######## spw_token_generator ########
==> spw_token_generator/power_grid.png <==
The bar under the picture is 20 um long. Pins as bars on the die edge.
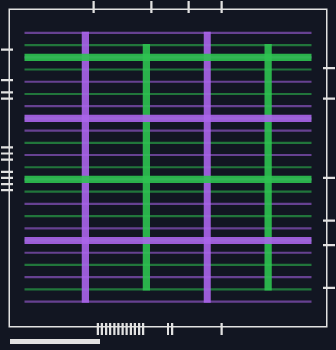
**src/rtl/spw_token_generator.sv**
```systemverilog
// SpaceWire token transmitter. It serialises NULL, FCT, N-char and time-code
// tokens onto a data-strobe pair, one bit per clock, with odd parity. It also
// keeps the N-char credit that received FCTs grant.
module spw_token_generator #(
  parameter int MAX_CREDIT = 56
) (
  input  logic       posedge_clk,
  input  logic       rx_resetn,
  input  logic       enable,
  input  logic       send_fct,
  input  logic       send_char,
  input  logic [8:0] char_in,
  input  logic       send_time,
  input  logic [7:0] time_in,
  input  logic       credit_fct,
  output logic       ack_fct,
  output logic       ack_char,
  output logic       ack_time,
  output logic       tx_dout,
  output logic       tx_sout,
  output logic [5:0] tx_credit,
  output logic       credit_error
);

  localparam logic [6:0] MAX_C = 7'(MAX_CREDIT);

  typedef enum logic {
    IDLE,
    SEND
  } state_t;

  state_t      r_state;
  state_t      w_stateNext;
  logic        w_load;
  logic        w_shift;
  logic        w_atLast;

  logic [13:0] r_shift;
  logic [3:0]  r_cnt;
  logic [3:0]  r_lastIdx;
  logic        r_prevPar;

  logic        w_selTime;
  logic        w_selFct;
  logic        w_selChar;
  logic        w_charAccept;
  logic [13:0] w_tokBits;
  logic [3:0]  w_tokLastIdx;
  logic        w_tokPar;
  logic        w_nextBit;
  logic        w_moveBit;
  logic [6:0]  w_creditSum;

  // Request arbitration for the next token: time-code, then FCT, then an
  // N-char if credit remains. Anything else falls through to NULL.
  always_comb begin
    w_selTime = send_time;
    w_selFct  = !send_time && send_fct;
    w_selChar = !send_time && !send_fct && send_char && (tx_credit != 6'd0);
  end

  // Build the next token in transmit order, with bit 0 first. r_prevPar holds
  // the XOR of the previous token's payload. So an ESC or control-token parity
  // bit is r_prevPar and a data parity bit is its inverse. The inner FCT of a
  // NULL follows an ESC, whose payload XOR is 0, so its parity bit is always 0.
  // The inner data part of a time-code follows the same ESC, so its parity bit
  // is always 1.
  always_comb begin
    w_tokBits    = '0;
    w_tokLastIdx = 4'd7;
    w_tokPar     = 1'b0;
    if (w_selTime) begin
      w_tokBits    = {time_in, 1'b0, 1'b1, 3'b111, r_prevPar};
      w_tokLastIdx = 4'd13;
      w_tokPar     = ^time_in;
    end else if (w_selFct) begin
      w_tokBits    = {10'd0, 2'b00, 1'b1, r_prevPar};
      w_tokLastIdx = 4'd3;
      w_tokPar     = 1'b0;
    end else if (w_selChar) begin
      if (char_in[8]) begin
        if (char_in[0]) begin
          w_tokBits = {10'd0, 2'b01, 1'b1, r_prevPar};
        end else begin
          w_tokBits = {10'd0, 2'b10, 1'b1, r_prevPar};
        end
        w_tokLastIdx = 4'd3;
        w_tokPar     = 1'b1;
      end else begin
        w_tokBits    = {4'd0, char_in[7:0], 1'b0, ~r_prevPar};
        w_tokLastIdx = 4'd9;
        w_tokPar     = ^char_in[7:0];
      end
    end else begin
      w_tokBits    = {6'd0, 8'b0010_1110} | {13'd0, r_prevPar};
      w_tokLastIdx = 4'd7;
      w_tokPar     = 1'b0;
    end
  end

  // State register for the transmit FSM.
  always_ff @(posedge posedge_clk or negedge rx_resetn) begin
    if (!rx_resetn) begin
      r_state <= IDLE;
    end else begin
      r_state <= w_stateNext;
    end
  end

  // Next-state logic. In SEND the FSM either shifts within the token or, on
  // the last bit, loads the next token. It drops to IDLE if enable is low at
  // that boundary. enable is ignored mid-token.
  always_comb begin
    w_stateNext = r_state;
    w_load      = 1'b0;
    w_shift     = 1'b0;
    w_atLast    = (r_cnt == r_lastIdx);
    case (r_state)
      IDLE: begin
        if (enable) begin
          w_load      = 1'b1;
          w_stateNext = SEND;
        end
      end
      SEND: begin
        if (w_atLast) begin
          if (enable) begin
            w_load = 1'b1;
          end else begin
            w_stateNext = IDLE;
          end
        end else begin
          w_shift = 1'b1;
        end
      end
      default: w_stateNext = IDLE;
    endcase
  end

  // Pick the bit to launch this edge and note which request, if any, is
  // being accepted. EOP and EEP consume credit just like data.
  always_comb begin
    w_moveBit    = w_load || w_shift;
    w_nextBit    = w_load ? w_tokBits[0] : r_shift[0];
    w_charAccept = w_load && w_selChar;
  end

  // Shift register, bit counter, parity history, line drivers and acks. The
  // strobe flips whenever the data line repeats its value, so exactly one of
  // the two lines changes per bit.
  always_ff @(posedge posedge_clk or negedge rx_resetn) begin
    if (!rx_resetn) begin
      r_shift   <= '0;
      r_cnt     <= '0;
      r_lastIdx <= '0;
      r_prevPar <= 1'b0;
      tx_dout   <= 1'b0;
      tx_sout   <= 1'b0;
      ack_fct   <= 1'b0;
      ack_char  <= 1'b0;
      ack_time  <= 1'b0;
    end else begin
      ack_time <= w_load && w_selTime;
      ack_fct  <= w_load && w_selFct;
      ack_char <= w_charAccept;
      if (w_load) begin
        r_shift   <= {1'b0, w_tokBits[13:1]};
        r_cnt     <= 4'd0;
        r_lastIdx <= w_tokLastIdx;
        r_prevPar <= w_tokPar;
      end else if (w_shift) begin
        r_shift <= {1'b0, r_shift[13:1]};
        r_cnt   <= r_cnt + 4'd1;
      end
      if (w_moveBit) begin
        tx_dout <= w_nextBit;
        tx_sout <= tx_sout ^ (w_nextBit == tx_dout);
      end
    end
  end

  // Net credit change for this edge. A received FCT adds 8 and an accepted
  // N-char takes 1.
  always_comb begin
    w_creditSum = {1'b0, tx_credit};
    if (credit_fct) begin
      w_creditSum = w_creditSum + 7'd8;
    end
    if (w_charAccept) begin
      w_creditSum = w_creditSum - 7'd1;
    end
  end

  // Credit counter with a sticky overflow flag. An FCT that would push the
  // count past the ceiling leaves the count untouched and raises the error.
  always_ff @(posedge posedge_clk or negedge rx_resetn) begin
    if (!rx_resetn) begin
      tx_credit    <= 6'd0;
      credit_error <= 1'b0;
    end else begin
      if (credit_fct && (w_creditSum > MAX_C)) begin
        credit_error <= 1'b1;
      end else if (credit_fct || w_charAccept) begin
        tx_credit <= w_creditSum[5:0];
      end
    end
  end

endmodule

```
**config.mk**
```make
export PLATFORM = sky130hd
export DESIGN_NAME = spw_token_generator
export DESIGN_NICKNAME = d
export VERILOG_FILES = /design/src/rtl/spw_token_generator.sv
export SDC_FILE = /design/constraint.sdc
export NUM_CORES = 1
export LEC_CHECK = 0
export CAP_MARGIN = 15
export CORE_MARGIN = 3
export CORE_UTILIZATION = 55
export CTS_CLUSTER_SIZE = 20
export DETAILED_ROUTE_END_ITERATION = 8
export PLACE_DENSITY = 0.82
export SLEW_MARGIN = 30
export SYNTH_ARGS = -nofsm -noshare
export SYNTH_HDL_FRONTEND = slang
export SYNTH_SLANG_ARGS = --single-unit
```
**constraint.sdc**
```tcl
create_clock -name posedge_clk -period 6.85 [get_ports posedge_clk]
set_input_delay 0.685 -clock posedge_clk [delete_from_list [all_inputs] [get_ports posedge_clk]]
set_output_delay 0.685 -clock posedge_clk [all_outputs]
set_load 0.01 [all_outputs]
```
==> metrics.yaml <==
grt_max_degree: 36
routed-via-count: 1831
wire_per_inst_um: 15.30
tightest_slew_ps: 929.7
critPathKind: "input port to register"
routabilityCongestion: 0.8365
ff_latch_area_um2: 875.8
endpoint: "tx_credit[4]"
stdcell_count: 320
grt_pass1_wl_um: 8135
drv_cap: 0
syn-mean-instance-area_um2: 9.538
aoi_share_pct: 21.95
via_per_inst: 5.722
status: "finished, final reports clean"
flop_cell: "dfrtp_1"
ff_count: 35
cp_common_cell: "xnor2_1"
fin_crit_sh_pct: 39.33
topCombFamilyByArea: "AND-OR/OR-AND gates"
fin_worst_skew_ps: 6.807
cts_setup_buffers: 0
clock.fmax_ghz: 0.3712
About spw_token_generator/power_grid.png:
green -> VDD
purple -> VSS
met4 straps = 4
rows = 22
met1 rails = 23
floorplan core area: 3826 um^2
Worst VDD drop: 0.2651 mV
die height: 70.38 um


######## johnson_counter_param ########
<file path="src/rtl/johnson_pkg.sv">
// johnson_pkg: shared legality and phase-decode helpers for Johnson counters up to 32 bits
package johnson_pkg;
  localparam int JC_MAX_W = 32;
  localparam int JC_PH_MAX_W = $clog2(2 * JC_MAX_W);
  function automatic logic jc_legal(input logic [JC_MAX_W-1:0] c, input int w);
    int t;
    t = 0;
    for (int i = 0; i < JC_MAX_W - 1; i++) if (i < w - 1 && c[i] != c[i+1]) t++;
    return t <= 1;
  endfunction
  // Legal states with bit 0 set are the fill half (phase = ones); otherwise the drain half.
  function automatic logic [JC_PH_MAX_W-1:0] jc_phase(input logic [JC_MAX_W-1:0] c, input int w);
    int ones;
    ones = 0;
    for (int i = 0; i < JC_MAX_W; i++) ones += int'(c[i]);
    return (!jc_legal(c, w) || ones == 0) ? '0 :
           c[0] ? JC_PH_MAX_W'(ones) : JC_PH_MAX_W'(2 * w - ones);
  endfunction
endpackage

</file>
<file path="src/rtl/johnson_decode.sv">
// johnson_decode: combinational phase index and legality of a Johnson state
module johnson_decode
  import johnson_pkg::*;
#(
  parameter int WIDTH = 8
) (
  input  logic [WIDTH-1:0]            count,
  output logic [$clog2(2*WIDTH)-1:0] phase,
  output logic                        legal
);
  localparam int PH_W = $clog2(2 * WIDTH);
  assign legal = jc_legal(JC_MAX_W'(count), WIDTH);
  assign phase = PH_W'(jc_phase(JC_MAX_W'(count), WIDTH));
endmodule

</file>
<file path="src/rtl/johnson_counter_param.sv">
// johnson_counter_param: N-bit up/down Johnson counter with load, self-recovery, phase decode and wrap
module johnson_counter_param
  import johnson_pkg::*;
#(
  parameter int WIDTH = 8
) (
  input  logic                        clk,
  input  logic                        reset,
  input  logic                        en,
  input  logic                        dir,
  input  logic                        load,
  input  logic [WIDTH-1:0]            load_val,
  output logic [WIDTH-1:0]            count,
  output logic [$clog2(2*WIDTH)-1:0] phase,
  output logic                        wrap,
  output logic                        err
);
  localparam int PH_W = $clog2(2 * WIDTH);
  localparam logic [PH_W-1:0] LAST = PH_W'(2 * WIDTH - 1);
  logic [WIDTH-1:0] count_q, count_d, up_val, dn_val;
  logic             wrap_q, wrap_d, err_q, err_d, legal, ld_ok;
  johnson_decode #(.WIDTH(WIDTH)) u_dec (.count(count_q), .phase(phase), .legal(legal));
  assign up_val = {count_q[WIDTH-2:0], ~count_q[WIDTH-1]};
  assign dn_val = {~count_q[0], count_q[WIDTH-1:1]};
  assign ld_ok  = jc_legal(JC_MAX_W'(load_val), WIDTH);
  always_comb begin
    count_d = load ? (ld_ok ? load_val : '0) : !legal ? '0 : en ? (dir ? dn_val : up_val) : count_q;
    err_d   = load ? !ld_ok : !legal;
    wrap_d  = !load && legal && en && (dir ? phase == '0 : phase == LAST);
  end
  always_ff @(posedge clk or posedge reset) begin
    if (reset) begin
      count_q <= '0;
      wrap_q  <= 1'b0;
      err_q   <= 1'b0;
    end else begin
      count_q <= count_d;
      wrap_q  <= wrap_d;
      err_q   <= err_d;
    end
  end
  assign count = count_q;
  assign wrap  = wrap_q;
  assign err   = err_q;
endmodule

</file>
<file path="config.mk">
export PLATFORM = sky130hd
export DESIGN_NAME = johnson_counter_param
export DESIGN_NICKNAME = d
export VERILOG_FILES = /design/src/rtl/johnson_pkg.sv /design/src/rtl/johnson_decode.sv /design/src/rtl/johnson_counter_param.sv
export SDC_FILE = /design/constraint.sdc
export NUM_CORES = 1
export LEC_CHECK = 0
export CAP_MARGIN = 20
export CORE_ASPECT_RATIO = 1.5
export CORE_MARGIN = 5
export CORE_UTILIZATION = 39
export CTS_CLUSTER_DIAMETER = 30
export DETAILED_ROUTE_END_ITERATION = 8
export PLACE_DENSITY_LB_ADDON = 0.08
export SYNTH_ARGS = -nofsm -noshare
export SYNTH_HDL_FRONTEND = slang
export SYNTH_SLANG_ARGS = --single-unit
</file>
<file path="constraint.sdc">
create_clock -name clk -period 5.8 [get_ports clk]
set_input_delay 1.45 -clock clk [delete_from_list [all_inputs] [get_ports clk]]
set_output_delay 1.45 -clock clk [all_outputs]
set_load 0.03 [all_outputs]
</file>
==> johnson_counter_param/power_grid.png <==
The bar under the picture is 20 um long. Pins as bars on the die edge.
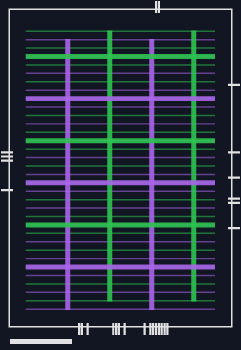
green -> VDD
purple -> VSS
signal pins = 27
rows = 33
met5 straps = 6
met1 rails = 34
floorplan core area: 5492 um^2
die height: 102.1 um

==> metrics.yaml <==
ys.flops: 10
edf_count: 0
wl_met3_um: 95
post-route-drc-count: 0
top_cells_by_area: "dfrtp_1 11%, ha_1 7.4%, mux2i_1 5.9%, xnor2_1 5.2%, a21oi_1 4.3%"
fin_worst_skew_ps: 2.580
fin_crit_sh_pct: 96.87
start_kind: "register"
setup.worst_path.start: "count[0]"
ys_sh_xor_pct: 9.426
routed-via-count: 2212
overflow: 0
clock_area_share_pct: 1.927
area_growth_pct: 29.64
timing.rr.end: "count[2]"
comb_area_share_pct: 64.39
yosys_warnings: 0
status: "finished, final reports clean"
use_met3_pct: 0.9843
grtUsageMet1_pct: 19.96
simple_gate_share_pct: 20.67
cp_slowest_stage_delay_ps: 520
==> johnson_counter_param/placement_by_type.png <==
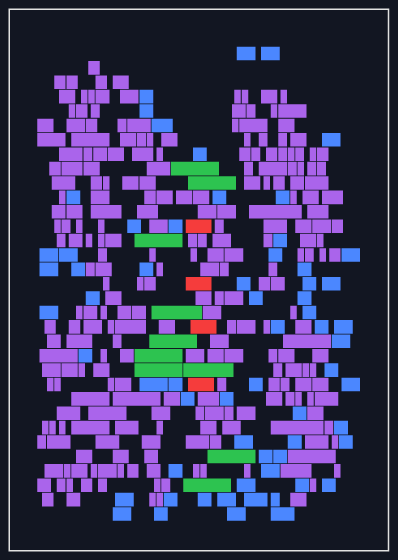
red -> clock drivers and dummy loads  # cells 4
purple -> combinational and other logic  # cells 248
blue -> remaining buffers and delay cells  # cells 63
green -> sequential cells  # cells 10
utilization after layout: 52.02%
final instance area: 2856 um^2
# rows: 33
Seq area share: 8.848%


######## pixel_writer ########
$ cat config.mk
export PLATFORM = sky130hd
export DESIGN_NAME = pixel_writer
export DESIGN_NICKNAME = d
export VERILOG_FILES = /design/src/rtl/pixel_writer.sv
export SDC_FILE = /design/constraint.sdc
export NUM_CORES = 1
export LEC_CHECK = 0
export CORE_MARGIN = 2
export CORE_UTILIZATION = 62
export CTS_BUF_LIST = sky130_fd_sc_hd__clkbuf_8
export DETAILED_ROUTE_END_ITERATION = 16
export GPL_TIMING_DRIVEN = 0
export PLACE_DENSITY = 0.94
export RECOVER_POWER = 100
export SLEW_MARGIN = 20
export SYNTH_ARGS = -nofsm -noshare
export SYNTH_HDL_FRONTEND = slang
export SYNTH_SLANG_ARGS = --single-unit
$ cat constraint.sdc
create_clock -name CLK -period 4.55 [get_ports CLK]
set_input_delay 0.455 -clock CLK [delete_from_list [all_inputs] [get_ports CLK]]
set_output_delay 0.455 -clock CLK [all_outputs]
set_load 0.01 [all_outputs]
$ cat src/rtl/pixel_writer.sv
// Pixel writer: deserializes rasterizer pixel words, clips them, queues them and writes them to framebuffer memory.
// Optional build macro ALPHA_TEST_EN: drop pixels whose colour alpha bit (bit0) is clear.
module pixel_writer #(
  parameter int unsigned FRAC   = 6,
  parameter int unsigned WIDTH  = 320,
  parameter int unsigned HEIGHT = 240,
  parameter int unsigned ADDR_W = 17,
  parameter int unsigned DEPTH  = 4
) (
  input  logic              CLK,
  input  logic              RST_N,
  input  logic              PIX_VALID,
  input  logic              PX,
  input  logic              PY,
  input  logic              PC,
  input  logic              TRI_DONE,
  output logic [ADDR_W-1:0] MEM_ADDR,
  output logic [15:0]       MEM_DATA,
  output logic              MEM_WE,
  input  logic              MEM_READY,
  output logic              TRI_DRAINED,
  output logic              OVERFLOW,
  output logic [15:0]       DROP_CNT,
  output logic [15:0]       CLIP_CNT,
  output logic              BUSY
);

  localparam int unsigned PW = $clog2(DEPTH);
  localparam logic [PW:0] DEPTH_C = (PW+1)'(DEPTH);

  localparam logic ST_IDLE  = 1'b0;
  localparam logic ST_SHIFT = 1'b1;

  logic        state;
  logic [3:0]  bit_cnt;
  logic [14:0] sr_x, sr_y, sr_c;
  logic [15:0] word_x, word_y, word_c;
  logic signed [15:0] ix, iy;
  logic        last, clip, alpha_ok, pix_ok, push, pop, full;
  logic [ADDR_W-1:0] push_addr;

  logic [ADDR_W-1:0] fifo_addr [DEPTH];
  logic [15:0]       fifo_data [DEPTH];
  logic [PW-1:0]     rd_ptr, wr_ptr;
  logic [PW:0]       count;
  logic              done_pend;

  // The final bit is taken straight from the pins so the word is complete on the 16th edge.
  assign word_x = {sr_x, PX};
  assign word_y = {sr_y, PY};
  assign word_c = {sr_c, PC};

  assign last = (state == ST_SHIFT) && (bit_cnt == 4'd15);

  always_comb begin
    ix = $signed(word_x) >>> FRAC;
    iy = $signed(word_y) >>> FRAC;
    clip = ix[15] || iy[15] ||
           ({16'd0, ix} >= WIDTH) || ({16'd0, iy} >= HEIGHT);
    push_addr = ADDR_W'({16'd0, iy} * WIDTH + {16'd0, ix});
  end

`ifdef ALPHA_TEST_EN
  assign alpha_ok = word_c[0];
`else
  assign alpha_ok = 1'b1;
`endif

  assign full   = (count == DEPTH_C);
  assign MEM_WE = (count != '0);
  assign pop    = MEM_WE && MEM_READY;
  assign pix_ok = last && !clip && alpha_ok;
  assign push   = pix_ok && (!full || pop);

  assign MEM_ADDR    = MEM_WE ? fifo_addr[rd_ptr] : '0;
  assign MEM_DATA    = MEM_WE ? fifo_data[rd_ptr] : '0;
  assign TRI_DRAINED = done_pend && (state == ST_IDLE) && (count == '0);
  assign BUSY        = (state == ST_SHIFT) || (count != '0) || done_pend;

  always_ff @(posedge CLK or negedge RST_N) begin
    if (!RST_N) begin
      state   <= ST_IDLE;
      bit_cnt <= '0;
      sr_x    <= '0;
      sr_y    <= '0;
      sr_c    <= '0;
    end else begin
      case (state)
        ST_IDLE: begin
          bit_cnt <= '0;
          if (PIX_VALID) state <= ST_SHIFT;
        end
        default: begin
          sr_x    <= word_x[14:0];
          sr_y    <= word_y[14:0];
          sr_c    <= word_c[14:0];
          bit_cnt <= bit_cnt + 4'd1;
          if (bit_cnt == 4'd15) state <= ST_IDLE;
        end
      endcase
    end
  end

  always_ff @(posedge CLK) begin
    if (push) begin
      fifo_addr[wr_ptr] <= push_addr;
      fifo_data[wr_ptr] <= word_c;
    end
  end

  always_ff @(posedge CLK or negedge RST_N) begin
    if (!RST_N) begin
      rd_ptr <= '0;
      wr_ptr <= '0;
      count  <= '0;
    end else begin
      if (push) wr_ptr <= wr_ptr + 1'b1;
      if (pop)  rd_ptr <= rd_ptr + 1'b1;
      count <= count + (PW+1)'(push) - (PW+1)'(pop);
    end
  end

  always_ff @(posedge CLK or negedge RST_N) begin
    if (!RST_N) begin
      OVERFLOW  <= 1'b0;
      DROP_CNT  <= '0;
      CLIP_CNT  <= '0;
      done_pend <= 1'b0;
    end else begin
      if (pix_ok && !push) begin
        OVERFLOW <= 1'b1;
        if (DROP_CNT != '1) DROP_CNT <= DROP_CNT + 16'd1;
      end
      if (last && clip && CLIP_CNT != '1) CLIP_CNT <= CLIP_CNT + 16'd1;
      // A new TRI_DONE wins over the clear so a back-to-back triangle is not lost.
      if (TRI_DONE)         done_pend <= 1'b1;
      else if (TRI_DRAINED) done_pend <= 1'b0;
    end
  end

endmodule

==> metrics.yaml <==
status: "finished with violations"
failed_checks: "max-capacitance violations, max-slew violations"
postSynthSeqShare_pct: 64.90
combPwrFrac_pct: 44.0
path_depth: 5
crit_arrival_ps: 3370
seq-power_w: 0.00343
logic_area_um2: 3197
yosysTopAreaCell: "edfxtp_1"
crit_chain: "clkbuf_1, clkbuf_1, mux4_2, and2_1, dlygate4sd3_1"
synthAdderAreaFrac_pct: 5.438
cts_tree: "yes"
wire_per_inst_um: 19.17
cts_setup_buffers: 0
wl_met2_um: 9130
pre_cts_ws_ps: 1092
netlist_top_cells_count: "132 x edfxtp_1, 91 x dfrtp_1, 44 x mux2_2, 42 x and2_1, 37 x ha_1"
clock.fmax_ghz: 0.2617
buf_share_pct: 8.163
finalHoldViolCount: 0
top_regs: "fifo_addr x68, fifo_data x64"
drv_cap: 1
p_per_area_nw_per_um2: 796.3
grt_max_degree: 61
routed-via-count: 5461
fp_util_pct: 63.26
slew_viol_final: 33
use_met3_pct: 5.239
==> pixel_writer/power_grid.png <==
The bar under the picture is 50 um long. Pins as bars on the die edge.
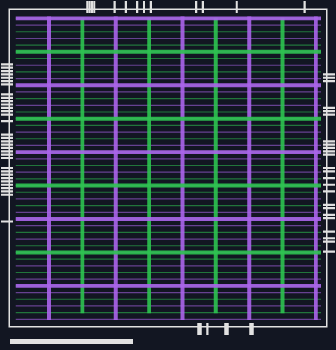
green -> VDD
purple -> VSS
rows = 45
met1 rails = 46
signal pins = 77
met4 straps = 9
met5 straps = 9
floorplan core area: 15200 um^2
chip width: 128.5 um
Worst VDD drop: 0.4823 mV

==> pixel_writer/placement_by_type.png <==
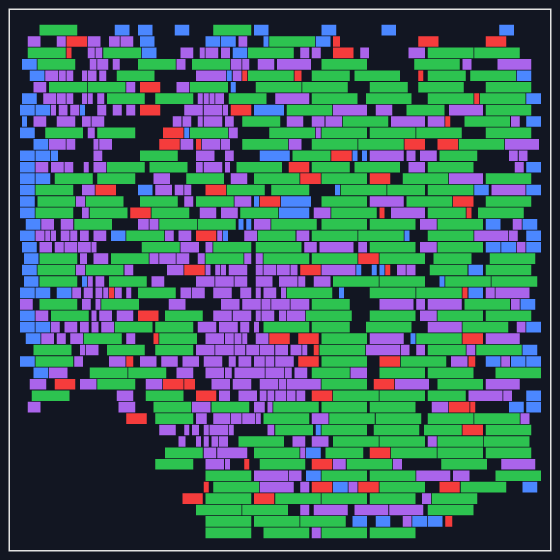
blue -> remaining buffers and delay cells  # cells 103
red -> clock drivers and dummy loads  # cells 67
purple -> combinational and other logic  # cells 354
green -> sequential cells  # cells 223
# rows: 45
final instance area: 11370 um^2
utilization after layout: 74.81%

==> pixel_writer/clk_routes.png <==
The bar under the picture is 50 um long.
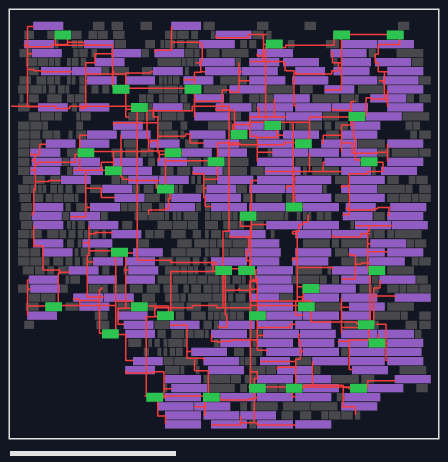
green -> clock drivers  # count 37
red -> clock wires  # length 2540 um
purple -> flip-flops  # count 223
routed clock nets = 38
Setup Skew: 18.63 ps
Clock Power: 0.00164 W
Clock Power Share: 18.1%
Clock Latency Late Sink: 520 ps


######## cnn_win_fsm_flat ########
==> cnn_win_fsm_flat/power_grid.png <==
The bar under the picture is 20 um long. Pins as bars on the die edge.
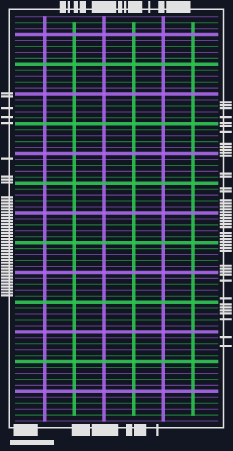
<file path="src/rtl/cnn_win_fsm_if.sv">
// Configuration, backpressure and window-index bundle between the register file,
// the window sequencer and the line-buffer/MAC datapath. CNN_WIN_FSM_ABORT_EN adds i_abort.
interface cnn_win_fsm_if #(
  parameter int unsigned W_SIZE       = 12,
  parameter int unsigned W_FRAME_SIZE = 2 * W_SIZE + 1,
  parameter int unsigned W_DELAY      = 12,
  parameter int unsigned W_K          = 3,
  parameter int unsigned W_TAP        = 5,
  parameter int unsigned W_CH         = 4
);
  logic [W_K-1:0]          q_kernel_size;
  logic [W_CH-1:0]         q_num_ch;
  logic [W_SIZE-1:0]       q_width;
  logic [W_SIZE-1:0]       q_height;
  logic [W_DELAY-1:0]      q_start_up_delay;
  logic [W_DELAY-1:0]      q_hsync_delay;
  logic [W_FRAME_SIZE-1:0] q_frame_size;
  logic                    q_start;
  logic                    i_stall;
`ifdef CNN_WIN_FSM_ABORT_EN
  logic                    i_abort;
`endif

  logic                    o_ctrl_vsync_run;
  logic [W_DELAY-1:0]      o_ctrl_vsync_cnt;
  logic                    o_ctrl_hsync_run;
  logic [W_DELAY-1:0]      o_ctrl_hsync_cnt;
  logic                    o_ctrl_data_run;
  logic                    o_pix_valid;
  logic [W_SIZE-1:0]       o_row;
  logic [W_SIZE-1:0]       o_col;
  logic [W_CH-1:0]         o_ch;
  logic [W_K-1:0]          o_kx;
  logic [W_K-1:0]          o_ky;
  logic [W_TAP-1:0]        o_pix_idx;
  logic                    o_pix_last;
  logic [W_FRAME_SIZE-1:0] o_data_count;
  logic                    o_end_frame;
  logic                    o_frame_done;
  logic                    o_busy;

  modport master (
`ifdef CNN_WIN_FSM_ABORT_EN
    output i_abort,
`endif
    output q_kernel_size, q_num_ch, q_width, q_height, q_start_up_delay, q_hsync_delay,
    output q_frame_size, q_start, i_stall,
    input  o_ctrl_vsync_run, o_ctrl_vsync_cnt, o_ctrl_hsync_run, o_ctrl_hsync_cnt,
    input  o_ctrl_data_run, o_pix_valid, o_row, o_col, o_ch, o_kx, o_ky, o_pix_idx,
    input  o_pix_last, o_data_count, o_end_frame, o_frame_done, o_busy
  );

  modport slave (
`ifdef CNN_WIN_FSM_ABORT_EN
    input  i_abort,
`endif
    input  q_kernel_size, q_num_ch, q_width, q_height, q_start_up_delay, q_hsync_delay,
    input  q_frame_size, q_start, i_stall,
    output o_ctrl_vsync_run, o_ctrl_vsync_cnt, o_ctrl_hsync_run, o_ctrl_hsync_cnt,
    output o_ctrl_data_run, o_pix_valid, o_row, o_col, o_ch, o_kx, o_ky, o_pix_idx,
    output o_pix_last, o_data_count, o_end_frame, o_frame_done, o_busy
  );
endinterface

</file>
<file path="src/rtl/cnn_win_fsm.sv">
// Frame/window sequencer: vsync/hsync/data phases plus row, col, channel and KxK tap indices.
// Define CNN_WIN_FSM_ABORT_EN to add the i_abort early-termination input.
module cnn_win_fsm #(
  parameter int unsigned W_SIZE       = 12,
  parameter int unsigned W_FRAME_SIZE = 2 * W_SIZE + 1,
  parameter int unsigned W_DELAY      = 12,
  parameter int unsigned MAX_K        = 5,
  parameter int unsigned W_K          = 3,
  parameter int unsigned W_TAP        = 5,
  parameter int unsigned W_CH         = 4
) (
  input logic          clk,
  input logic          rst,
  cnn_win_fsm_if.slave bus
);

  typedef enum logic [1:0] {StIdle, StVsync, StHsync, StData} state_e;

  state_e                  state_q, state_d;
  logic [W_DELAY-1:0]      vsync_cnt_q, vsync_cnt_d;
  logic [W_DELAY-1:0]      hsync_cnt_q, hsync_cnt_d;
  logic [W_SIZE-1:0]       row_q, row_d;
  logic [W_SIZE-1:0]       col_q, col_d;
  logic [W_CH-1:0]         ch_q, ch_d;
  logic [W_K-1:0]          kx_q, kx_d;
  logic [W_K-1:0]          ky_q, ky_d;
  logic [W_TAP-1:0]        pix_idx_q, pix_idx_d;
  logic [W_FRAME_SIZE-1:0] data_count_q, data_count_d;
  logic                    frame_done_q, frame_done_d;
  logic [W_K-1:0]          k_q, k_d;
  logic [W_CH-1:0]         num_ch_q, num_ch_d;
  logic [W_SIZE-1:0]       width_q, width_d;
  logic [W_FRAME_SIZE-1:0] frame_size_q, frame_size_d;

  logic [W_TAP-1:0] k_tap;
  logic [W_TAP-1:0] kk_last;
  logic [W_K-1:0]   k_last;
  logic             k_ok;
  logic             step, tap_last, ch_last, pix_last, adv, col_last, end_frame, abort;
  logic             unused_height;

  // Height is implied by the latched frame size; kept on the bundle for the register file.
  assign unused_height = ^bus.q_height;

  always_comb begin
    k_tap     = W_TAP'(k_q);
    kk_last   = k_tap * k_tap - W_TAP'(1);
    k_last    = k_q - W_K'(1);
    k_ok      = bus.q_kernel_size[0] && (bus.q_kernel_size <= W_K'(MAX_K));
    step      = (state_q == StData) && !bus.i_stall;
    tap_last  = (pix_idx_q == kk_last);
    ch_last   = (ch_q == num_ch_q - W_CH'(1));
    pix_last  = tap_last && ch_last;
    adv       = step && pix_last;
    col_last  = (col_q == width_q - W_SIZE'(1));
    end_frame = (data_count_q == frame_size_q - W_FRAME_SIZE'(1));
`ifdef CNN_WIN_FSM_ABORT_EN
    abort     = bus.i_abort && (state_q != StIdle);
`else
    abort     = 1'b0;
`endif
  end

  always_comb begin
    state_d      = state_q;
    row_d        = row_q;
    col_d        = col_q;
    ch_d         = ch_q;
    kx_d         = kx_q;
    ky_d         = ky_q;
    pix_idx_d    = pix_idx_q;
    data_count_d = data_count_q;
    frame_done_d = 1'b0;
    k_d          = k_q;
    num_ch_d     = num_ch_q;
    width_d      = width_q;
    frame_size_d = frame_size_q;

    unique case (state_q)
      StIdle: begin
        if (bus.q_start) begin
          state_d      = StVsync;
          k_d          = k_ok ? bus.q_kernel_size : W_K'(1);
          num_ch_d     = (bus.q_num_ch == '0) ? W_CH'(1) : bus.q_num_ch;
          width_d      = bus.q_width;
          frame_size_d = bus.q_frame_size;
        end
      end
      StVsync: if (vsync_cnt_q == bus.q_start_up_delay) state_d = StHsync;
      StHsync: if (hsync_cnt_q == bus.q_hsync_delay) state_d = StData;
      StData: begin
        if (adv) begin
          if (end_frame) begin
            state_d      = StIdle;
            frame_done_d = 1'b1;
          end else if (col_last) begin
            state_d = StHsync;
          end
        end
      end
      default: state_d = StIdle;
    endcase

    // Nesting innermost first: kx, ky (flat pix_idx alongside), channel, then pixel.
    if (step) begin
      kx_d      = (kx_q == k_last) ? '0 : kx_q + W_K'(1);
      pix_idx_d = tap_last ? '0 : pix_idx_q + W_TAP'(1);
      if (kx_q == k_last) ky_d = (ky_q == k_last) ? '0 : ky_q + W_K'(1);
      if (tap_last) ch_d = ch_last ? '0 : ch_q + W_CH'(1);
      if (pix_last) begin
        col_d = col_last ? '0 : col_q + W_SIZE'(1);
        if (end_frame) begin
          row_d        = '0;
          data_count_d = '0;
        end else begin
          if (col_last) row_d = row_q + W_SIZE'(1);
          data_count_d = data_count_q + W_FRAME_SIZE'(1);
        end
      end
    end

    if (abort) begin
      state_d      = StIdle;
      frame_done_d = 1'b0;
      row_d        = '0;
      col_d        = '0;
      ch_d         = '0;
      kx_d         = '0;
      ky_d         = '0;
      pix_idx_d    = '0;
      data_count_d = '0;
    end

    // Sync counters restart from zero on every entry into their phase.
    vsync_cnt_d = ((state_q == StVsync) && (state_d == StVsync)) ?
                  vsync_cnt_q + W_DELAY'(1) : '0;
    hsync_cnt_d = ((state_q == StHsync) && (state_d == StHsync)) ?
                  hsync_cnt_q + W_DELAY'(1) : '0;
  end

  always_ff @(posedge clk or posedge rst) begin
    if (rst) begin
      state_q      <= StIdle;
      vsync_cnt_q  <= '0;
      hsync_cnt_q  <= '0;
      row_q        <= '0;
      col_q        <= '0;
      ch_q         <= '0;
      kx_q         <= '0;
      ky_q         <= '0;
      pix_idx_q    <= '0;
      data_count_q <= '0;
      frame_done_q <= 1'b0;
      k_q          <= '0;
      num_ch_q     <= '0;
      width_q      <= '0;
      frame_size_q <= '0;
    end else begin
      state_q      <= state_d;
      vsync_cnt_q  <= vsync_cnt_d;
      hsync_cnt_q  <= hsync_cnt_d;
      row_q        <= row_d;
      col_q        <= col_d;
      ch_q         <= ch_d;
      kx_q         <= kx_d;
      ky_q         <= ky_d;
      pix_idx_q    <= pix_idx_d;
      data_count_q <= data_count_d;
      frame_done_q <= frame_done_d;
      k_q          <= k_d;
      num_ch_q     <= num_ch_d;
      width_q      <= width_d;
      frame_size_q <= frame_size_d;
    end
  end

  assign bus.o_ctrl_vsync_run = (state_q == StVsync);
  assign bus.o_ctrl_vsync_cnt = vsync_cnt_q;
  assign bus.o_ctrl_hsync_run = (state_q == StHsync);
  assign bus.o_ctrl_hsync_cnt = hsync_cnt_q;
  assign bus.o_ctrl_data_run  = (state_q == StData);
  assign bus.o_pix_valid      = step;
  assign bus.o_row            = row_q;
  assign bus.o_col            = col_q;
  assign bus.o_ch             = ch_q;
  assign bus.o_kx             = kx_q;
  assign bus.o_ky             = ky_q;
  assign bus.o_pix_idx        = pix_idx_q;
  assign bus.o_pix_last       = pix_last && (state_q == StData);
  assign bus.o_data_count     = data_count_q;
  assign bus.o_end_frame      = end_frame;
  assign bus.o_frame_done     = frame_done_q;
  assign bus.o_busy           = (state_q != StIdle);

endmodule

</file>
<file path="src/flat_wrapper.sv">
// flat-port wrapper written by rule: the top's interface ports become plain ports
module cnn_win_fsm_flat 
#(
  parameter int unsigned W_SIZE       = 12,
  parameter int unsigned W_FRAME_SIZE = 2 * W_SIZE + 1,
  parameter int unsigned W_DELAY      = 12,
  parameter int unsigned MAX_K        = 5,
  parameter int unsigned W_K          = 3,
  parameter int unsigned W_TAP        = 5,
  parameter int unsigned W_CH         = 4
)
  (clk, rst, bus_q_kernel_size, bus_q_num_ch, bus_q_width, bus_q_height, bus_q_start_up_delay, bus_q_hsync_delay, bus_q_frame_size, bus_q_start, bus_i_stall, bus_o_ctrl_vsync_run, bus_o_ctrl_vsync_cnt, bus_o_ctrl_hsync_run, bus_o_ctrl_hsync_cnt, bus_o_ctrl_data_run, bus_o_pix_valid, bus_o_row, bus_o_col, bus_o_ch, bus_o_kx, bus_o_ky, bus_o_pix_idx, bus_o_pix_last, bus_o_data_count, bus_o_end_frame, bus_o_frame_done, bus_o_busy);
  cnn_win_fsm_if #(.W_SIZE(W_SIZE), .W_FRAME_SIZE(W_FRAME_SIZE), .W_DELAY(W_DELAY), .W_K(W_K), .W_TAP(W_TAP), .W_CH(W_CH)) bus_i ();
  input logic clk;
  input logic rst;
  input wire logic [$bits(bus_i.q_kernel_size)-1:0] bus_q_kernel_size;
  input wire logic [$bits(bus_i.q_num_ch)-1:0] bus_q_num_ch;
  input wire logic [$bits(bus_i.q_width)-1:0] bus_q_width;
  input wire logic [$bits(bus_i.q_height)-1:0] bus_q_height;
  input wire logic [$bits(bus_i.q_start_up_delay)-1:0] bus_q_start_up_delay;
  input wire logic [$bits(bus_i.q_hsync_delay)-1:0] bus_q_hsync_delay;
  input wire logic [$bits(bus_i.q_frame_size)-1:0] bus_q_frame_size;
  input wire logic [$bits(bus_i.q_start)-1:0] bus_q_start;
  input wire logic [$bits(bus_i.i_stall)-1:0] bus_i_stall;
  output wire logic [$bits(bus_i.o_ctrl_vsync_run)-1:0] bus_o_ctrl_vsync_run;
  output wire logic [$bits(bus_i.o_ctrl_vsync_cnt)-1:0] bus_o_ctrl_vsync_cnt;
  output wire logic [$bits(bus_i.o_ctrl_hsync_run)-1:0] bus_o_ctrl_hsync_run;
  output wire logic [$bits(bus_i.o_ctrl_hsync_cnt)-1:0] bus_o_ctrl_hsync_cnt;
  output wire logic [$bits(bus_i.o_ctrl_data_run)-1:0] bus_o_ctrl_data_run;
  output wire logic [$bits(bus_i.o_pix_valid)-1:0] bus_o_pix_valid;
  output wire logic [$bits(bus_i.o_row)-1:0] bus_o_row;
  output wire logic [$bits(bus_i.o_col)-1:0] bus_o_col;
  output wire logic [$bits(bus_i.o_ch)-1:0] bus_o_ch;
  output wire logic [$bits(bus_i.o_kx)-1:0] bus_o_kx;
  output wire logic [$bits(bus_i.o_ky)-1:0] bus_o_ky;
  output wire logic [$bits(bus_i.o_pix_idx)-1:0] bus_o_pix_idx;
  output wire logic [$bits(bus_i.o_pix_last)-1:0] bus_o_pix_last;
  output wire logic [$bits(bus_i.o_data_count)-1:0] bus_o_data_count;
  output wire logic [$bits(bus_i.o_end_frame)-1:0] bus_o_end_frame;
  output wire logic [$bits(bus_i.o_frame_done)-1:0] bus_o_frame_done;
  output wire logic [$bits(bus_i.o_busy)-1:0] bus_o_busy;
  assign bus_i.q_kernel_size = bus_q_kernel_size;
  assign bus_i.q_num_ch = bus_q_num_ch;
  assign bus_i.q_width = bus_q_width;
  assign bus_i.q_height = bus_q_height;
  assign bus_i.q_start_up_delay = bus_q_start_up_delay;
  assign bus_i.q_hsync_delay = bus_q_hsync_delay;
  assign bus_i.q_frame_size = bus_q_frame_size;
  assign bus_i.q_start = bus_q_start;
  assign bus_i.i_stall = bus_i_stall;
  assign bus_o_ctrl_vsync_run = bus_i.o_ctrl_vsync_run;
  assign bus_o_ctrl_vsync_cnt = bus_i.o_ctrl_vsync_cnt;
  assign bus_o_ctrl_hsync_run = bus_i.o_ctrl_hsync_run;
  assign bus_o_ctrl_hsync_cnt = bus_i.o_ctrl_hsync_cnt;
  assign bus_o_ctrl_data_run = bus_i.o_ctrl_data_run;
  assign bus_o_pix_valid = bus_i.o_pix_valid;
  assign bus_o_row = bus_i.o_row;
  assign bus_o_col = bus_i.o_col;
  assign bus_o_ch = bus_i.o_ch;
  assign bus_o_kx = bus_i.o_kx;
  assign bus_o_ky = bus_i.o_ky;
  assign bus_o_pix_idx = bus_i.o_pix_idx;
  assign bus_o_pix_last = bus_i.o_pix_last;
  assign bus_o_data_count = bus_i.o_data_count;
  assign bus_o_end_frame = bus_i.o_end_frame;
  assign bus_o_frame_done = bus_i.o_frame_done;
  assign bus_o_busy = bus_i.o_busy;
  cnn_win_fsm #(.W_SIZE(W_SIZE), .W_FRAME_SIZE(W_FRAME_SIZE), .W_DELAY(W_DELAY), .MAX_K(MAX_K), .W_K(W_K), .W_TAP(W_TAP), .W_CH(W_CH)) u_core (.clk(clk), .rst(rst), .bus(bus_i));
endmodule
</file>
<file path="config.mk">
export PLATFORM = sky130hd
export DESIGN_NAME = cnn_win_fsm_flat
export DESIGN_NICKNAME = d
export VERILOG_FILES = /design/src/rtl/cnn_win_fsm_if.sv /design/src/rtl/cnn_win_fsm.sv /design/src/flat_wrapper.sv
export SDC_FILE = /design/constraint.sdc
export NUM_CORES = 1
export LEC_CHECK = 0
export CORE_ASPECT_RATIO = 2
export CORE_MARGIN = 2
export CORE_UTILIZATION = 46
export DETAILED_ROUTE_END_ITERATION = 10
export HOLD_SLACK_MARGIN = 0.02
export PLACE_DENSITY = 0.88
export SKIP_CTS_REPAIR_TIMING = 1
export SLEW_MARGIN = 5
export SYNTH_ARGS = -nofsm -noshare
export SYNTH_HDL_FRONTEND = slang
export SYNTH_SLANG_ARGS = --single-unit
</file>
<file path="constraint.sdc">
create_clock -name clk -period 3.9 [get_ports clk]
set_input_delay 0.39 -clock clk [delete_from_list [all_inputs] [get_ports clk]]
set_output_delay 0.39 -clock clk [all_outputs]
set_load 0.05 [all_outputs]
</file>
==> metrics.yaml <==
slew_viol_final: 0
stdcell_count: 1297
tightest_slew_ps: 996.4
cp_slowest_stage_delay_ps: 460
comb-power_w: 0.00200
swShare_pct: 38.23
drtPass1Iterations: 5
cts_inserted_buffers: 17
status: "finished, final reports clean"
syn-mean-instance-area_um2: 8.789
postRouteAntennaNets: 0
ff_latch_area_um2: 3378
p_int_w: 0.003539
top_cells_by_area: "dfrtp_1 42%, xor2_1 8.2%, xnor2_1 7.6%, nand2_1 7.4%, nor2_1 4.6%"
buffers: 178
clock_area_share_pct: 5.739
buf_share_pct: 16.88
grt_usage_pct: 23.56
utilization_pct: 61.15
syn-cell-area_um2: 8024
tapCellCount: 210
slew_headroom_pct: 33.57
cts_root_buf: "clkbuf_16"
holdWs_ps: 491.7
p_per_area_nw_per_um2: 545.2
crit_chain: "inv_1, ha_1, or3b_1, o21a_1, or4b_1, a32oi_1, nand4_1, nor4_4, buf_12"
rsz0062_at_grt: "no"
port_buffers: 167
top_cell: "nand2_1"
ff_count: 135
rows: 68
wl_met2_um: 12020
yosysTopAreaCell: "dfrtp_1"
postSynthSeqShare_pct: 42.10
## Picture notes: cnn_win_fsm_flat/power_grid.png
purple -> VSS
green -> VDD
signal pins = 180
met1 rails = 69
met5 straps = 13
rows = 68
floorplan core area: 17190 um^2
die height: 190.8 um
chip width: 97.39 um
Worst VDD drop: 0.5481 mV


######## dma_channel_scheduler_flat ########
==> dma_channel_scheduler_flat/power_grid.png <==
The bar under the picture is 50 um long. Pins as bars on the die edge.
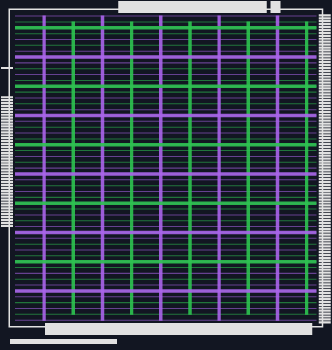
==> dma_channel_scheduler_flat/placement_by_type.png <==
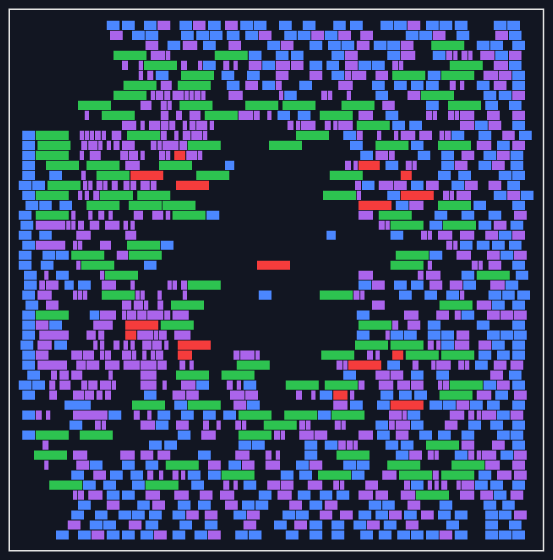
--- config.mk ---
export PLATFORM = sky130hd
export DESIGN_NAME = dma_channel_scheduler_flat
export DESIGN_NICKNAME = d
export VERILOG_FILES = /design/src/rtl/dma_pkg.sv /design/src/rtl/dma_channel_scheduler_if.sv /design/src/rtl/dma_rr_arbiter.sv /design/src/rtl/dma_channel_scheduler.sv /design/src/flat_wrapper.sv
export SDC_FILE = /design/constraint.sdc
export NUM_CORES = 1
export LEC_CHECK = 0
export CORE_AREA = 2 2 143 145
export CTS_CLUSTER_DIAMETER = 120
export DETAILED_ROUTE_END_ITERATION = 7
export DIE_AREA = 0 0 145 147
export MAX_ROUTING_LAYER = met4
export PLACE_DENSITY = 0.7
export SLEW_MARGIN = 0
export SYNTH_ARGS = -nofsm -noshare
export SYNTH_HDL_FRONTEND = slang
export SYNTH_SLANG_ARGS = --single-unit
--- constraint.sdc ---
create_clock -name clk -period 7.45 [get_ports clk]
set_input_delay 1.49 -clock clk [delete_from_list [all_inputs] [get_ports clk]]
set_output_delay 1.49 -clock clk [all_outputs]
set_load 0.1 [all_outputs]
--- src/rtl/dma_pkg.sv ---
// Shared constants, scheduler state encoding and descriptor helpers for the DMA channel scheduler.
package dma_pkg;

  localparam int DMA_ADDR_W = 32;
  localparam int DMA_LEN_W  = 5;

  typedef enum logic [2:0] {
    IDLE   = 3'd0,
    LAUNCH = 3'd1,
    WAIT   = 3'd2,
    CMPL   = 3'd3,
    ABORT  = 3'd4,
    REJECT = 3'd5
  } sched_state_t;

  // The engine moves whole words only, so anything shorter than 4 bytes is unexecutable.
  function automatic logic len_valid(input logic [DMA_LEN_W-1:0] len);
    return len[4:2] != 3'd0;
  endfunction

endpackage

--- src/rtl/dma_channel_scheduler_if.sv ---
// Channel-side request/descriptor bus plus engine-side control bus of the DMA scheduler.
// master = the scheduler, slave = the requesting channels and the engine.
interface dma_channel_scheduler_if #(
  parameter int NUM_CH = 4
);
  import dma_pkg::*;

  logic [NUM_CH-1:0]            ch_req;
  logic [NUM_CH*DMA_ADDR_W-1:0] ch_src;
  logic [NUM_CH*DMA_ADDR_W-1:0] ch_dst;
  logic [NUM_CH*DMA_LEN_W-1:0]  ch_len;
  logic [NUM_CH-1:0]            ch_grant;
  logic [NUM_CH-1:0]            ch_done;
  logic [NUM_CH-1:0]            ch_err;
  logic                         dma_trigger;
  logic [DMA_ADDR_W-1:0]        dma_src;
  logic [DMA_ADDR_W-1:0]        dma_dst;
  logic [DMA_LEN_W-1:0]         dma_len;
  logic                         dma_done;
  logic                         dma_soft_reset;
  logic                         busy;

  modport master (
    input  ch_req, ch_src, ch_dst, ch_len, dma_done,
    output ch_grant, ch_done, ch_err, dma_trigger, dma_src, dma_dst, dma_len,
           dma_soft_reset, busy
  );

  modport slave (
    output ch_req, ch_src, ch_dst, ch_len, dma_done,
    input  ch_grant, ch_done, ch_err, dma_trigger, dma_src, dma_dst, dma_len,
           dma_soft_reset, busy
  );

endinterface

--- src/rtl/dma_rr_arbiter.sv ---
// Combinational round-robin pick: first requester at or above rr_ptr, wrapping past NUM_CH-1.
module dma_rr_arbiter #(
  parameter int NUM_CH = 4,
  parameter int PTR_W  = $clog2(NUM_CH)
) (
  input  logic [NUM_CH-1:0] req,
  input  logic [PTR_W-1:0]  rr_ptr,
  output logic [NUM_CH-1:0] grant,
  output logic [PTR_W-1:0]  win_idx,
  output logic              any_req
);

  logic             found;
  logic [PTR_W-1:0] idx;

  always_comb begin
    grant   = '0;
    win_idx = '0;
    any_req = |req;
    found   = 1'b0;
    idx     = '0;
    for (int k = 0; k < NUM_CH; k++) begin
      idx = PTR_W'((int'(rr_ptr) + k) % NUM_CH);
      if (!found && req[idx]) begin
        found      = 1'b1;
        grant[idx] = 1'b1;
        win_idx    = idx;
      end
    end
  end

endmodule

--- src/rtl/dma_channel_scheduler.sv ---
// Shares one DMA engine among NUM_CH channels: round-robin grant, descriptor latch, watchdog, length reject.
// Grant/trigger one cycle after a request is seen in IDLE; ch_done one cycle after dma_done; all outputs registered.
module dma_channel_scheduler
  import dma_pkg::*;
#(
  parameter int NUM_CH         = 4,
  parameter int TIMEOUT_CYCLES = 1024
) (
  input  logic                    clk,
  input  logic                    reset,
  dma_channel_scheduler_if.master bus
);

  localparam int PTR_W = $clog2(NUM_CH);
  localparam int TMR_W = $clog2(TIMEOUT_CYCLES);

  sched_state_t          state;
  logic [PTR_W-1:0]      rr_ptr;
  logic [PTR_W-1:0]      win_idx;
  logic [TMR_W-1:0]      timer;

  logic [NUM_CH-1:0]     arb_grant;
  logic [PTR_W-1:0]      arb_idx;
  logic                  arb_any;
  logic [DMA_ADDR_W-1:0] sel_src;
  logic [DMA_ADDR_W-1:0] sel_dst;
  logic [DMA_LEN_W-1:0]  sel_len;
  logic [PTR_W-1:0]      rr_next;

  dma_rr_arbiter #(
    .NUM_CH (NUM_CH),
    .PTR_W  (PTR_W)
  ) u_arb (
    .req     (bus.ch_req),
    .rr_ptr  (rr_ptr),
    .grant   (arb_grant),
    .win_idx (arb_idx),
    .any_req (arb_any)
  );

  assign sel_src = bus.ch_src[int'(arb_idx)*DMA_ADDR_W +: DMA_ADDR_W];
  assign sel_dst = bus.ch_dst[int'(arb_idx)*DMA_ADDR_W +: DMA_ADDR_W];
  assign sel_len = bus.ch_len[int'(arb_idx)*DMA_LEN_W +: DMA_LEN_W];
  assign rr_next = (win_idx == PTR_W'(NUM_CH-1)) ? '0 : win_idx + 1'b1;

  // Pulses are raised on the edge that enters their state so they line up with it exactly.
  always_ff @(posedge clk or posedge reset) begin
    if (reset) begin
      state              <= IDLE;
      rr_ptr             <= '0;
      win_idx            <= '0;
      timer              <= '0;
      bus.ch_grant       <= '0;
      bus.ch_done        <= '0;
      bus.ch_err         <= '0;
      bus.dma_trigger    <= 1'b0;
      bus.dma_src        <= '0;
      bus.dma_dst        <= '0;
      bus.dma_len        <= '0;
      bus.dma_soft_reset <= 1'b0;
      bus.busy           <= 1'b0;
    end else begin
      bus.ch_done        <= '0;
      bus.ch_err         <= '0;
      bus.dma_trigger    <= 1'b0;
      bus.dma_soft_reset <= 1'b0;
      case (state)
        IDLE: begin
          bus.busy <= arb_any;
          if (arb_any) begin
            bus.ch_grant <= arb_grant;
            bus.dma_src  <= sel_src;
            bus.dma_dst  <= sel_dst;
            bus.dma_len  <= sel_len;
            win_idx      <= arb_idx;
            if (len_valid(sel_len)) begin
              state           <= LAUNCH;
              bus.dma_trigger <= 1'b1;
            end else begin
              state      <= REJECT;
              bus.ch_err <= arb_grant;
            end
          end
        end
        LAUNCH: begin
          timer <= '0;
          state <= WAIT;
        end
        WAIT: begin
          // A done arriving on the timeout cycle still counts as a completion.
          if (bus.dma_done) begin
            state       <= CMPL;
            bus.ch_done <= bus.ch_grant;
          end else if (timer == TMR_W'(TIMEOUT_CYCLES-1)) begin
            state              <= ABORT;
            bus.ch_err         <= bus.ch_grant;
            bus.dma_soft_reset <= 1'b1;
          end else begin
            timer <= timer + 1'b1;
          end
        end
        CMPL, ABORT, REJECT: begin
          bus.ch_grant <= '0;
          bus.busy     <= 1'b0;
          rr_ptr       <= rr_next;
          state        <= IDLE;
        end
        default: begin
          bus.ch_grant <= '0;
          bus.busy     <= 1'b0;
          state        <= IDLE;
        end
      endcase
    end
  end

endmodule

--- src/flat_wrapper.sv ---
// flat-port wrapper written by rule: the top's interface ports become plain ports
module dma_channel_scheduler_flat import dma_pkg::*;
#(
  parameter int NUM_CH         = 4,
  parameter int TIMEOUT_CYCLES = 1024
)
  (clk, reset, bus_ch_req, bus_ch_src, bus_ch_dst, bus_ch_len, bus_dma_done, bus_ch_grant, bus_ch_done, bus_ch_err, bus_dma_trigger, bus_dma_src, bus_dma_dst, bus_dma_len, bus_dma_soft_reset, bus_busy);
  dma_channel_scheduler_if #(.NUM_CH(NUM_CH)) bus_i ();
  input  logic clk;
  input  logic reset;
  input wire logic [$bits(bus_i.ch_req)-1:0] bus_ch_req;
  input wire logic [$bits(bus_i.ch_src)-1:0] bus_ch_src;
  input wire logic [$bits(bus_i.ch_dst)-1:0] bus_ch_dst;
  input wire logic [$bits(bus_i.ch_len)-1:0] bus_ch_len;
  input wire logic [$bits(bus_i.dma_done)-1:0] bus_dma_done;
  output wire logic [$bits(bus_i.ch_grant)-1:0] bus_ch_grant;
  output wire logic [$bits(bus_i.ch_done)-1:0] bus_ch_done;
  output wire logic [$bits(bus_i.ch_err)-1:0] bus_ch_err;
  output wire logic [$bits(bus_i.dma_trigger)-1:0] bus_dma_trigger;
  output wire logic [$bits(bus_i.dma_src)-1:0] bus_dma_src;
  output wire logic [$bits(bus_i.dma_dst)-1:0] bus_dma_dst;
  output wire logic [$bits(bus_i.dma_len)-1:0] bus_dma_len;
  output wire logic [$bits(bus_i.dma_soft_reset)-1:0] bus_dma_soft_reset;
  output wire logic [$bits(bus_i.busy)-1:0] bus_busy;
  assign bus_i.ch_req = bus_ch_req;
  assign bus_i.ch_src = bus_ch_src;
  assign bus_i.ch_dst = bus_ch_dst;
  assign bus_i.ch_len = bus_ch_len;
  assign bus_i.dma_done = bus_dma_done;
  assign bus_ch_grant = bus_i.ch_grant;
  assign bus_ch_done = bus_i.ch_done;
  assign bus_ch_err = bus_i.ch_err;
  assign bus_dma_trigger = bus_i.dma_trigger;
  assign bus_dma_src = bus_i.dma_src;
  assign bus_dma_dst = bus_i.dma_dst;
  assign bus_dma_len = bus_i.dma_len;
  assign bus_dma_soft_reset = bus_i.dma_soft_reset;
  assign bus_busy = bus_i.busy;
  dma_channel_scheduler #(.NUM_CH(NUM_CH), .TIMEOUT_CYCLES(TIMEOUT_CYCLES)) u_core (.clk(clk), .reset(reset), .bus(bus_i));
endmodule
==> metrics.yaml <==
wire_per_inst_um: 18.27
dieWidth_um: 145
tapCellCount: 270
reg2reg_from: "u_core.rr_ptr[0]"
p_per_area_nw_per_um2: 488.2
mostFrequentLayoutCells: "366 x clkdlybuf4s50_1, 133 x mux2i_1, 101 x nand2_1, 101 x dfrtp_1, 68 x o21ai_1"
ff_count: 101
min_from: "u_core.bus.dma_dst[29]"
combPwrFrac_pct: 72.7
cts_hold_buffers: 0
logic_gate_count: 489
seq-power_w: 0.000938
fp_util_pct: 32.62
synthAdderAreaFrac_pct: 1.933
drive_above_1_share_pct: 6.187
cts_setup_buffers: 0
comb-power_w: 0.00377
overflow: 0
grt_usage_pct: 22.14
drtPass1Iterations: 6
tightest_slew_ps: 1085
postSynthSeqShare_pct: 39.04
io_pins: 367
routed-via-count: 5917
fin_worst_skew_ps: 12.12
ys_sh_xor_pct: 1.218
setup_slack_ps: 3045
port_buffers: 366
grt_pass1_wl_um: 35610
setup_viol: 0
clock_latency_ps: 350
cp_top_family: "buffers and inverters"
status: "finished, final reports clean"
pwr-share-seq_pct: 18.1
buffers: 371
p_clk_share_pct: 9.3
post-route-drc-count: 0
via_per_inst: 4.711
Notes on dma_channel_scheduler_flat/power_grid.png above:
green -> VDD
purple -> VSS
signal pins = 367
rows = 52
met4 straps = 10
met1 rails = 53
floorplan core area: 19840 um^2
Worst VDD drop: 0.5918 mV

Notes on dma_channel_scheduler_flat/placement_by_type.png above:
purple -> combinational and other logic  # cells 498
red -> clock drivers and dummy loads  # cells 16
green -> sequential cells  # cells 101
blue -> remaining buffers and delay cells  # cells 371
# rows: 52
Seq area share: 23.78%
utilization after layout: 53.56%
final instance area: 10630 um^2



## Gallery

Signal wires by layer.
image #1
The bar under the picture is 50 um long.
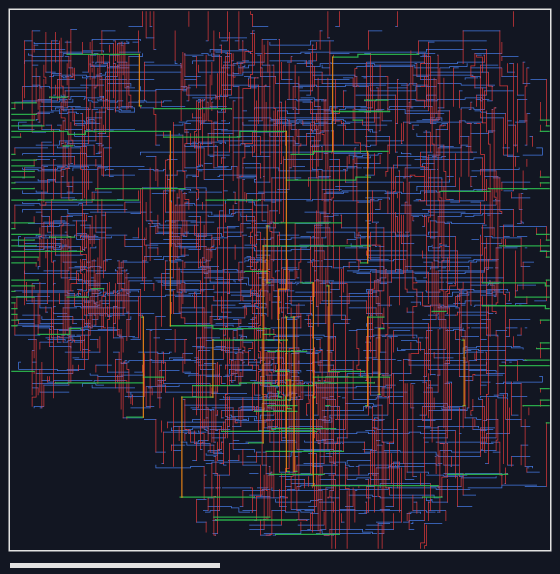
image #2
The bar under the picture is 50 um long.
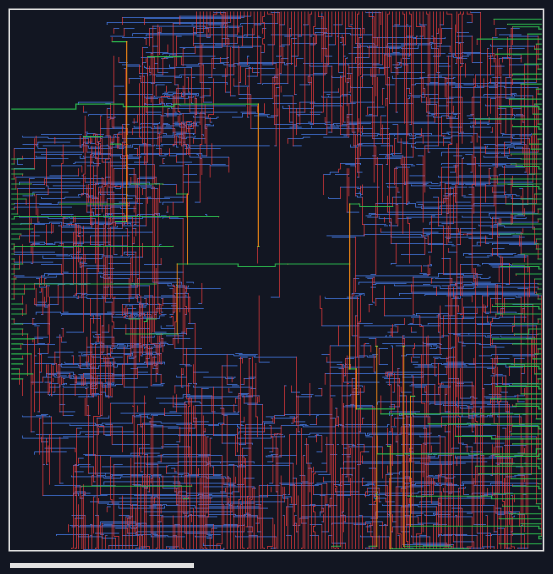
image #3
The bar under the picture is 20 um long.
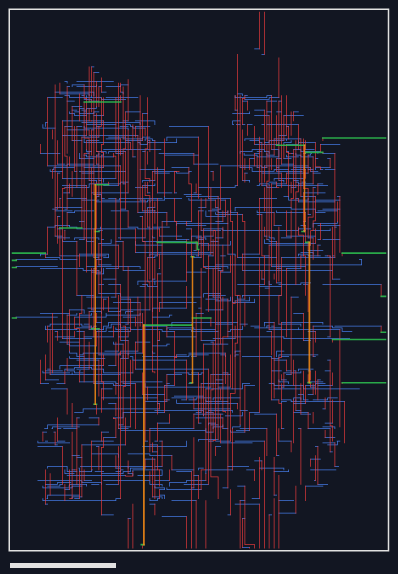
image #4
The bar under the picture is 20 um long.
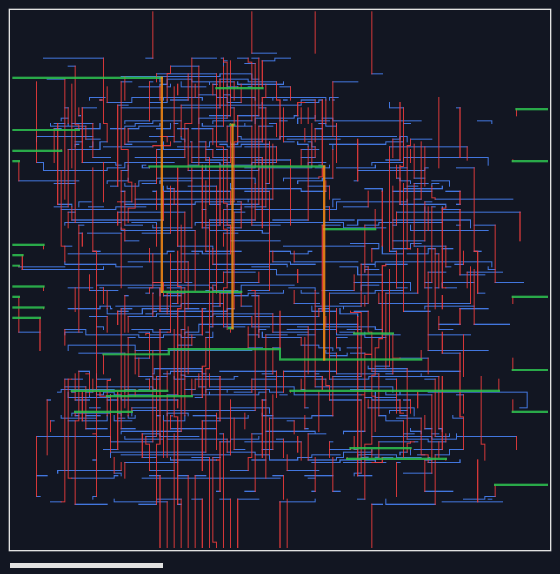
image #5
The bar under the picture is 20 um long.
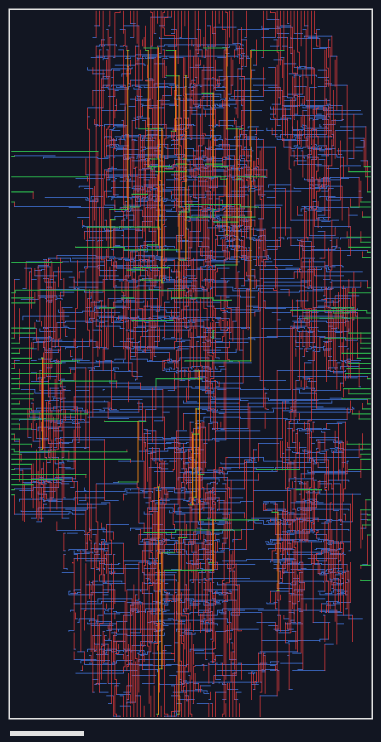
cnn_win_fsm_flat is image #5.
johnson_counter_param is image #3.
dma_channel_scheduler_flat is image #2.
spw_token_generator is image #4.
pixel_writer is image #1.
The one with the least wire is image #4.
The one with the smallest die is image #4.

Power figures rest on the tool's default switching activity, not on a simulated workload.
